==================== block 1
## src/rtl/frame_load_ctrl.sv

```systemverilog
// frame_load_ctrl
// Sequencing controller for the 2500-bit obstacle-image assembler.
// Clears the assembler, gates WORDS stream words into it with a
// backpressured handshake, holds the finished frame while the lattice
// is in its collision phase, then presents it to the solver with a
// ready/ack handshake.
//
// Build option: define FRAME_TIMEOUT_EN to add a load-stall watchdog.
// When the watchdog fires, err_timeout is set and the load is dropped.
// Without the macro, LOAD waits indefinitely and err_timeout stays 0.

module frame_load_ctrl #(
  parameter int TOTAL_BITS     = 2500,
  parameter int WORD_W         = 32,
  parameter int WORDS          = (TOTAL_BITS + WORD_W - 1) / WORD_W,
  parameter int TIMEOUT_CYCLES = 1024
) (
  input  logic              clk,
  input  logic              rst_n,
  input  logic              start,
  input  logic              abort,
  input  logic              s_valid,
  input  logic [WORD_W-1:0] s_data,
  output logic              s_ready,
  input  logic              in_collision_state,
  output logic              asm_clear,
  output logic              asm_word_valid,
  output logic [WORD_W-1:0] asm_word,
  output logic              frame_ready,
  input  logic              frame_ack,
  output logic              busy,
  output logic [15:0]       frame_count,
  output logic              err_timeout
);

  typedef enum logic [2:0] {
    ST_IDLE    = 3'd0,
    ST_CLEAR   = 3'd1,
    ST_LOAD    = 3'd2,
    ST_HOLD    = 3'd3,
    ST_PRESENT = 3'd4
  } state_t;

  localparam logic [6:0] LAST_WORD = 7'(WORDS - 1);

  state_t              state_r;
  logic [6:0]          word_cnt_r;
  logic                asm_clear_r;
  logic                asm_word_valid_r;
  logic [WORD_W-1:0]   asm_word_r;
  logic                frame_ready_r;
  logic                busy_r;
  logic [15:0]         frame_count_r;
  logic                err_timeout_r;
  logic                xfer_s;
  logic                stall_hit_s;

  // Ready depends on state alone so the upstream source never sees a
  // combinational path from its own valid back to ready.
  assign s_ready = (state_r == ST_LOAD);
  assign xfer_s  = s_valid && (state_r == ST_LOAD);

`ifdef FRAME_TIMEOUT_EN
  localparam logic [15:0] STALL_LAST = 16'(TIMEOUT_CYCLES - 1);

  logic [15:0] stall_cnt_r;

  // The watchdog fires on the cycle that would take the idle count to TIMEOUT_CYCLES.
  assign stall_hit_s = (state_r == ST_LOAD) && !xfer_s && (stall_cnt_r == STALL_LAST);

  // Stall counter: counts idle LOAD cycles, restarts on every transfer and outside LOAD.
  always_ff @(posedge clk or negedge rst_n) begin
    if (!rst_n) begin
      stall_cnt_r <= 16'd0;
    end else if ((state_r != ST_LOAD) || xfer_s || abort) begin
      stall_cnt_r <= 16'd0;
    end else begin
      stall_cnt_r <= stall_cnt_r + 16'd1;
    end
  end
`else
  assign stall_hit_s = 1'b0;
`endif

  // Main sequencer: state transitions and every registered output.
  always_ff @(posedge clk or negedge rst_n) begin
    if (!rst_n) begin
      state_r          <= ST_IDLE;
      word_cnt_r       <= 7'd0;
      asm_clear_r      <= 1'b0;
      asm_word_valid_r <= 1'b0;
      asm_word_r       <= '0;
      frame_ready_r    <= 1'b0;
      busy_r           <= 1'b0;
      frame_count_r    <= 16'd0;
      err_timeout_r    <= 1'b0;
    end else begin
      // Clear and word strobes are single-cycle pulses unless re-armed below.
      asm_clear_r      <= 1'b0;
      asm_word_valid_r <= 1'b0;

      if (abort) begin
        // Abort wins over everything; the partial frame is simply dropped.
        state_r       <= ST_IDLE;
        frame_ready_r <= 1'b0;
        busy_r        <= 1'b0;
      end else begin
        case (state_r)
          ST_IDLE: begin
            if (start) begin
              state_r       <= ST_CLEAR;
              asm_clear_r   <= 1'b1;
              busy_r        <= 1'b1;
              err_timeout_r <= 1'b0;
            end else begin
              state_r <= ST_IDLE;
            end
          end

          ST_CLEAR: begin
            word_cnt_r    <= 7'd0;
            err_timeout_r <= 1'b0;
            state_r       <= ST_LOAD;
          end

          ST_LOAD: begin
            if (xfer_s) begin
              asm_word_r       <= s_data;
              asm_word_valid_r <= 1'b1;
              word_cnt_r       <= word_cnt_r + 7'd1;
              if (word_cnt_r == LAST_WORD) begin
                state_r <= ST_HOLD;
              end else begin
                state_r <= ST_LOAD;
              end
            end else if (stall_hit_s) begin
              err_timeout_r <= 1'b1;
              busy_r        <= 1'b0;
              state_r       <= ST_IDLE;
            end else begin
              state_r <= ST_LOAD;
            end
          end

          ST_HOLD: begin
            // The solver must be out of its collision phase before handoff.
            if (!in_collision_state) begin
              frame_ready_r <= 1'b1;
              state_r       <= ST_PRESENT;
            end else begin
              state_r <= ST_HOLD;
            end
          end

          ST_PRESENT: begin
            // Once presented, the frame stays offered regardless of collision phase.
            if (frame_ack) begin
              frame_ready_r <= 1'b0;
              frame_count_r <= frame_count_r + 16'd1;
              busy_r        <= 1'b0;
              state_r       <= ST_IDLE;
            end else begin
              state_r <= ST_PRESENT;
            end
          end

          default: begin
            frame_ready_r <= 1'b0;
            busy_r        <= 1'b0;
            state_r       <= ST_IDLE;
          end
        endcase
      end
    end
  end

  assign asm_clear      = asm_clear_r;
  assign asm_word_valid = asm_word_valid_r;
  assign asm_word       = asm_word_r;
  assign frame_ready    = frame_ready_r;
  assign busy           = busy_r;
  assign frame_count    = frame_count_r;
  assign err_timeout    = err_timeout_r;

endmodule

```

## config.mk

```make
export PLATFORM = sky130hd
export DESIGN_NAME = frame_load_ctrl
export DESIGN_NICKNAME = d
export VERILOG_FILES = /design/src/rtl/frame_load_ctrl.sv
export SDC_FILE = /design/constraint.sdc
export NUM_CORES = 1
export LEC_CHECK = 0
export CAP_MARGIN = 20
export CORE_MARGIN = 3
export CORE_UTILIZATION = 45
export CTS_CLUSTER_SIZE = 8
export DETAILED_ROUTE_END_ITERATION = 7
export HOLD_SLACK_MARGIN = 0.1
export PLACE_DENSITY_LB_ADDON = 0.05
export SLEW_MARGIN = 10
export SYNTH_ARGS = -nofsm -noshare
export SYNTH_HDL_FRONTEND = slang
export SYNTH_SLANG_ARGS = --single-unit
```

## constraint.sdc

```tcl
create_clock -name clk -period 2.5 [get_ports clk]
set_clock_uncertainty 0.15 [all_clocks]
set_input_delay 0.375 -clock clk [delete_from_list [all_inputs] [get_ports clk]]
set_output_delay 0.375 -clock clk [all_outputs]
set_load 0.1 [all_outputs]
```

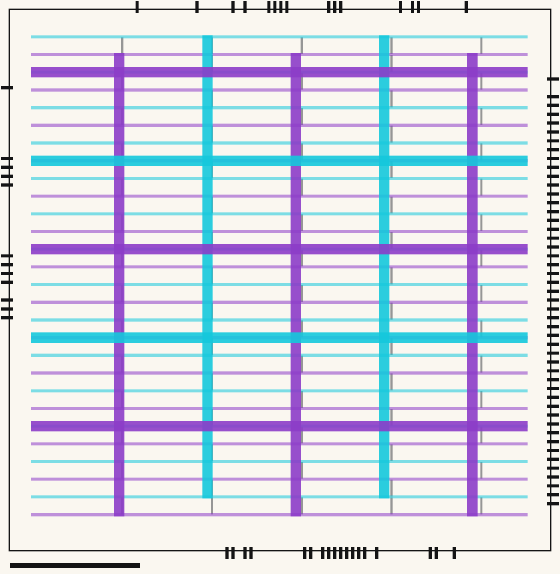
Block 1: floorplan with the power grid
The bar under the picture is 20 um long. Pins as bars on the die edge. Tap cells in gray.
[purple] VSS
[cyan] VDD
rows: 27
met4 straps: 5
tap cells: 72
signal pins: 93
met5 straps: 5
Die Y: 83.0 um
Die X-Extent: 83.0 um
core area: 5610 um2

==> worst register-to-register path: cells and delay by family, from the launching register on <==
kind / cells / cell delay, ns
xor+xnor: 1 / 0.12
simple gates: 3 / 1.06
flops: 1 / 0.56
==> layer usage <==
layer,track usage (%),vias to the layer above
li1,-,899
met1,25.1,908
met2,25.2,73
met3,6.35,7
met4,5.79,0
met5,0,-
==> layout make-up <==
class	instances	area (um2)
tap	72	90.1
timing repair buffer	95	831
clock buffer	13	169
inverter	3	11.3
clock inverter	3	65.1
sequential	62	1550
multi-input combinational	127	1040
fill	430	1850
==> metrics.cfg <==
[power_and_ir_drop]
peakVddDrop_mv=0.808
combinationalPowerShare_pct=47.2
switching_power_uw=2140
swShare_pct=48.4
clockPowerShare_pct=22.9
p_comb_uw=2080
pg_clk_uw=1010
power_density_nw_per_um2=1170
p_int_uw=2280
powerSeq_uw=1320

[synth]
logic_family=multiplexers
yosys_area_um2=2670
yosys.stat.seqShare_pct=58.1
syn_avg_cell_area_um2=13.1
ys_sh_mux_pct=14.3
simple_gate_share_pct=12.8
edf_count=0
top_cells_by_count=62 x dfrtp_1, 27 x mux2_1, 12 x nor2_1, 12 x xnor2_1, 9 x nand2_1
top_cells_by_area=dfrtp_1 58%, mux2_1 11%, xnor2_1 3.9%, mux2_2 3.0%, xor2_1 2.3%
ys_sh_aoi_pct=3.33
ys_seq_elements=62

[cells_and_area]
stdcell_count=375
lay_top_cells=62 x dfrtp_1, 54 x buf_4, 37 x clkdlybuf4s50_1
mostFrequentLayoutCell=dfrtp_1
largest_reg_flops=32

[hold_path]
whs_path_depth=1

[floorplan]
rows=27
die_area_um2=6890
boundaryPins=93

[sta]
period_needed_ns=1.99
setup_tns_ns=0
finalSetupViolCount=0

[clock_network]
hold_buffers=1
numCtsBuffers=9
clk_pin_slew_ns=0.07
cts.htree.levels=3

[outcome]
outcome=finished, final reports clean

[setup_path]
crit_cells=2
path_buffers=1
r2r_end=frame_count[6]
reg2reg_slack_ns=0.54
startpoint_type=flop
crit_fanout=13
setup.worst_path.start=state_r[0]
r2r_cells=4
cpPeakStageDelay_ns=0.56
endpoint=s_ready
slowest_stage=dfrtp_1

[route]
drtIter0Drc=68
antenna_left=0
wl_met1_um=2800
drt_wl_total_um=5650
drt_pass1_iterations=4
avgRoutedWirePerCell_um=15.1

[placement]
io_buffers=91
placed_area_um2=3520

[global_route]
grt.total_usage_pct=17.7


==================== block 2
[src/rtl/digit_chain_counter.sv]
// digit_chain_counter
// Cascaded chain of NUM_DIGITS modulo-(DIGIT_MAX+1) digit counters with
// up/down counting, synchronous parallel load, registered per-digit wrap
// pulses (digit_trig) and a registered whole-chain wrap pulse (trig).
//
// Optional build macro: COUNTER_SATURATE_EN
//   defined   -> the chain holds at its full terminal state (all-DIGIT_MAX
//                counting up, all-zero counting down) instead of wrapping;
//                trig pulses on every enabled cycle while held.
//   undefined -> the chain wraps (default).
module digit_chain_counter #(
    parameter int DIGIT_WIDTH = 4,
    parameter int DIGIT_MAX   = 9,
    parameter int NUM_DIGITS  = 4
) (
    input  logic                              clk,
    input  logic                              rst,
    input  logic                              en,
    input  logic                              up,
    input  logic                              load,
    input  logic [NUM_DIGITS*DIGIT_WIDTH-1:0] load_val,
    output logic [NUM_DIGITS*DIGIT_WIDTH-1:0] count,
    output logic [NUM_DIGITS-1:0]             digit_trig,
    output logic                              trig,
    output logic                              zero
);

    localparam int CW = NUM_DIGITS * DIGIT_WIDTH;
    localparam logic [DIGIT_WIDTH-1:0] MAX_D = DIGIT_WIDTH'(DIGIT_MAX);

    // A digit is terminal when its next step in the current direction wraps.
    // Values above DIGIT_MAX count as terminal going up, so a loaded
    // out-of-range digit recovers to 0 on its next up step.
    function automatic logic is_terminal(input logic [DIGIT_WIDTH-1:0] d,
                                         input logic                   dir);
        if (dir) return (d >= MAX_D);
        else     return (d == '0);
    endfunction

    // Value a digit takes when it steps in the given direction.
    function automatic logic [DIGIT_WIDTH-1:0] step_digit(
        input logic [DIGIT_WIDTH-1:0] d,
        input logic                   dir
    );
        if (dir) begin
            if (d >= MAX_D) return '0;
            else            return d + 1'b1;
        end else begin
            if (d == '0)        return MAX_D;
            else if (d > MAX_D) return MAX_D;
            else                return d - 1'b1;
        end
    endfunction

    logic [NUM_DIGITS-1:0] terminal;    // digit i would wrap on its next step
    logic [NUM_DIGITS-1:0] step;        // digit i steps this cycle
    logic                  all_term;    // every digit terminal
    logic [CW-1:0]         next_count;  // count after an enabled step
    logic [NUM_DIGITS-1:0] next_dtrig;  // per-digit wrap pulses for next cycle
    logic                  next_trig;   // whole-chain wrap pulse for next cycle

    // Ripple the step enable up the chain and compute each digit's next value.
    always_comb begin : chain_decode
        logic lower_term;
        // NOTE: every always_comb output gets a default first so no path
        // leaves a signal unassigned, which would otherwise infer a latch.
        terminal   = '0;
        step       = '0;
        next_count = count;
        lower_term = 1'b1;
        for (int i = 0; i < NUM_DIGITS; i++) begin
            terminal[i] = is_terminal(count[i*DIGIT_WIDTH +: DIGIT_WIDTH], up);
            step[i]     = en & lower_term;
            if (step[i]) begin
                next_count[i*DIGIT_WIDTH +: DIGIT_WIDTH] =
                    step_digit(count[i*DIGIT_WIDTH +: DIGIT_WIDTH], up);
            end
            lower_term = lower_term & terminal[i];
        end
        all_term = lower_term;
    end

    // Resolve the wrap pulses, and in saturating builds hold the full chain.
    always_comb begin
        next_dtrig = step & terminal;
        next_trig  = en & all_term;
`ifdef COUNTER_SATURATE_EN
        if (en && all_term) begin
            next_count = count;
            next_dtrig = '0;
        end
`endif
    end

    // State register: reset beats load, load beats counting.
    always_ff @(posedge clk) begin
        // NOTE: sequential state uses non-blocking assignments so every
        // register samples pre-edge values regardless of statement order.
        if (rst) begin
            count      <= '0;
            digit_trig <= '0;
            trig       <= 1'b0;
        end else if (load) begin
            count      <= load_val;
            digit_trig <= '0;
            trig       <= 1'b0;
        end else begin
            count      <= next_count;
            digit_trig <= next_dtrig;
            trig       <= next_trig;
        end
    end

    // All-digits-zero decode, straight off the count register.
    assign zero = (count == '0);

endmodule

[config.mk]
export PLATFORM = sky130hd
export DESIGN_NAME = digit_chain_counter
export DESIGN_NICKNAME = d
export VERILOG_FILES = /design/src/rtl/digit_chain_counter.sv
export SDC_FILE = /design/constraint.sdc
export NUM_CORES = 1
export LEC_CHECK = 0
export CAP_MARGIN = 20
export CORE_MARGIN = 2
export CORE_UTILIZATION = 55
export DETAILED_ROUTE_END_ITERATION = 16
export DONT_BUFFER_PORTS = 1
export GPL_ROUTABILITY_DRIVEN = 0
export GPL_TIMING_DRIVEN = 0
export PLACE_DENSITY = 0.71
export REMOVE_ABC_BUFFERS = 1
export SLEW_MARGIN = 0
export SYNTH_ARGS = -nofsm -noshare
export SYNTH_HDL_FRONTEND = slang
export SYNTH_SLANG_ARGS = --single-unit
[constraint.sdc]
create_clock -name clk -period 3 [get_ports clk]
set_clock_uncertainty 0.05 [all_clocks]
set_input_delay 0.3 -clock clk [delete_from_list [all_inputs] [get_ports clk]]
set_output_delay 0.3 -clock clk [all_outputs]
set_load 0.005 [all_outputs]
==> metrics.cfg <==
[setup_path]
endpoint=count[15]
setup.worst_path.start=count[0]
crit_type=reg -> reg
reg2reg_slack_ns=0.57
critical_path_arrival_ns=2.59

[synth]
ys_seq_elements=21
yosys.stat.seqShare_pct=23.1
synth.largest_area_cell=dfxtp_1
top_area_share_pct=23.1
netlist_area_um2=1820
ys_warn_count=0
synth_cell_types=60
syn_avg_cell_area_um2=7.90

[route]
antenna_left=0
viasPerCell=6.30
drtIter0Drc=125
drt_pass1_iterations=4

[clock_network]
hold_buffers=1
clk_pin_slew_ns=0.13
cts_tree=done
cts_resized=0
cts.htree.levels=1
numCtsBuffers=3

[hold_path]
worstHoldStart=rst
min_to=count[4]

[sta]
hold_slack_ns=0.0414
setup_tns_ns=0
hold_violations=0
period_needed_ns=2.43

[power_and_ir_drop]
power_frac_seq_pct=48.1
p_leak_uw=0.000679

[cells_and_area]
n_antenna_cell=0
drive_gt1_share_pct=8.64
buffers=3
largest_reg_flops=16
lay_top_cells=21 x dfxtp_1, 19 x a21oi_1, 18 x inv_1
flop_area_um2=420
largest_class=logic gates
clockBufferCount=3
mostFrequentLayoutCell=dfxtp_1
nMultiInputCombCells=173
top_regs=count x16, digit_trig x4, trig x1
fill_cells=320
clock_area_share_pct=1.49

[outcome]
outcome=finished, final reports clean

[placement]
place_ws_ns=0.675

[floorplan]
nWellTaps=44

-- critical path, stage by stage, from the launching register on --
cell and delay [ns]:
dfxtp_1 0.42, inv_1 0.14, ha_1 0.18, nor3b_1 0.48
a32o_2 0.51, nand3_1 0.11, a32o_1 0.26, a31o_1 0.18
-- routing by layer --
metal / track usage [%] / up-vias / wire, um
met5: 0 / - / 0
met4: 4.86 / 0 / 25
met3: 5.25 / 2 / 255
met2: 40.0 / 46 / 2010
met1: 32.3 / 785 / 2020
li1: - / 830 / -
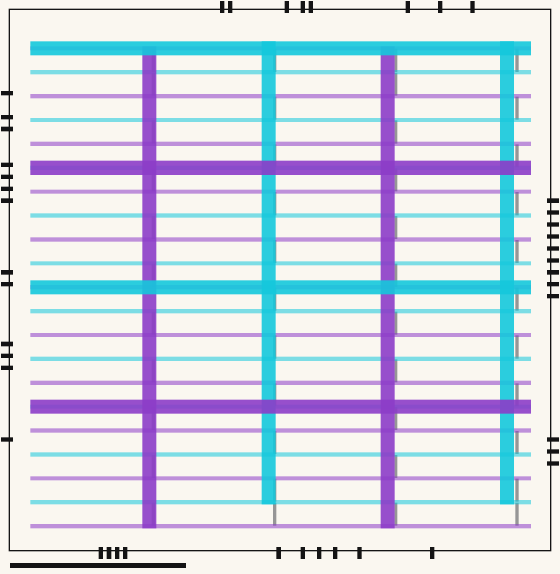
Block 2: floorplan with the power grid
The bar under the picture is 20 um long. Pins as bars on the die edge. Tap cells in gray.
[cyan] VDD
[purple] VSS
rows: 20
met5 straps: 4
tap cells: 44
Max VDD drop: 0.250 mV
core area: 3100 um2
Die Y: 61.5 um
Die X-Extent: 61.5 um

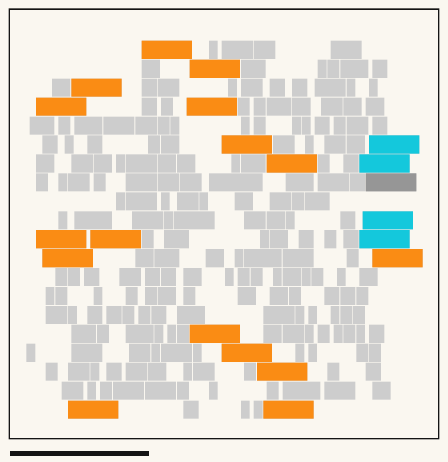
Block 2: where the registers sit
The bar under the picture is 20 um long. Other sequential cells in the stronger gray, the rest of the logic in the fainter gray.
[cyan] `digit_trig` | sequential cells: 4 | where: east
[orange] `count` | sequential cells: 16
seq pwr: 338 uW
flop share of the area: 22.8%
final core occ: 59.4%

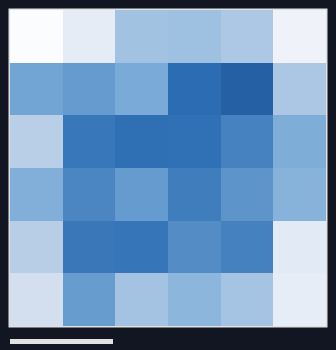
Block 2: cell area per tile
The bar under the picture is 20 um long. 6 x 6 tiles, from white (low) to dark blue (high), 0 to 100% covered.
nearly empty tiles: 2.8%
tiles over 75% full: 5.6%
densest ninth of the die: center
mean over tiles: 47%
fullest tile: 81%
floorplan core density: 58.6%



==> screenshots <==
Nets reached from selected ports.
The bar under the picture is 20 um long.
panel A
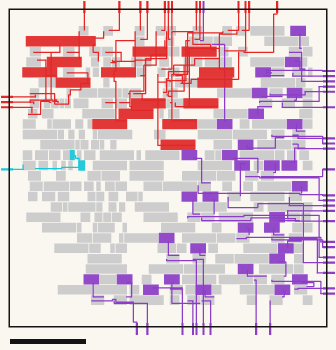
panel B
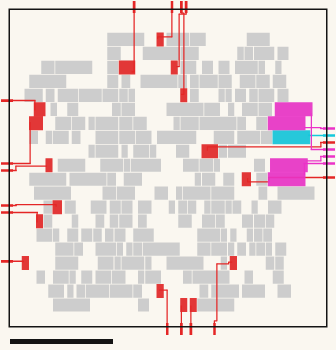
For block 2, see panel B.
For block 1, see panel A.
Of these, most cells: panel A

Key to panel B:
[red] `load_val` | bits: 16 | direction: input | edge: 6 west, 4 south, 4 north, 2 east | end cells: 16 | wire: 165 um
[cyan] `trig` | bits: 1 | direction: output | edge: east | end cells: 1 | wire: 3.20 um
[magenta] `digit_trig` | bits: 4 | direction: output | edge: east | end cells: 4 | wire: 24.0 um

No activity file was given, so power comes from the tool's default toggle rates.
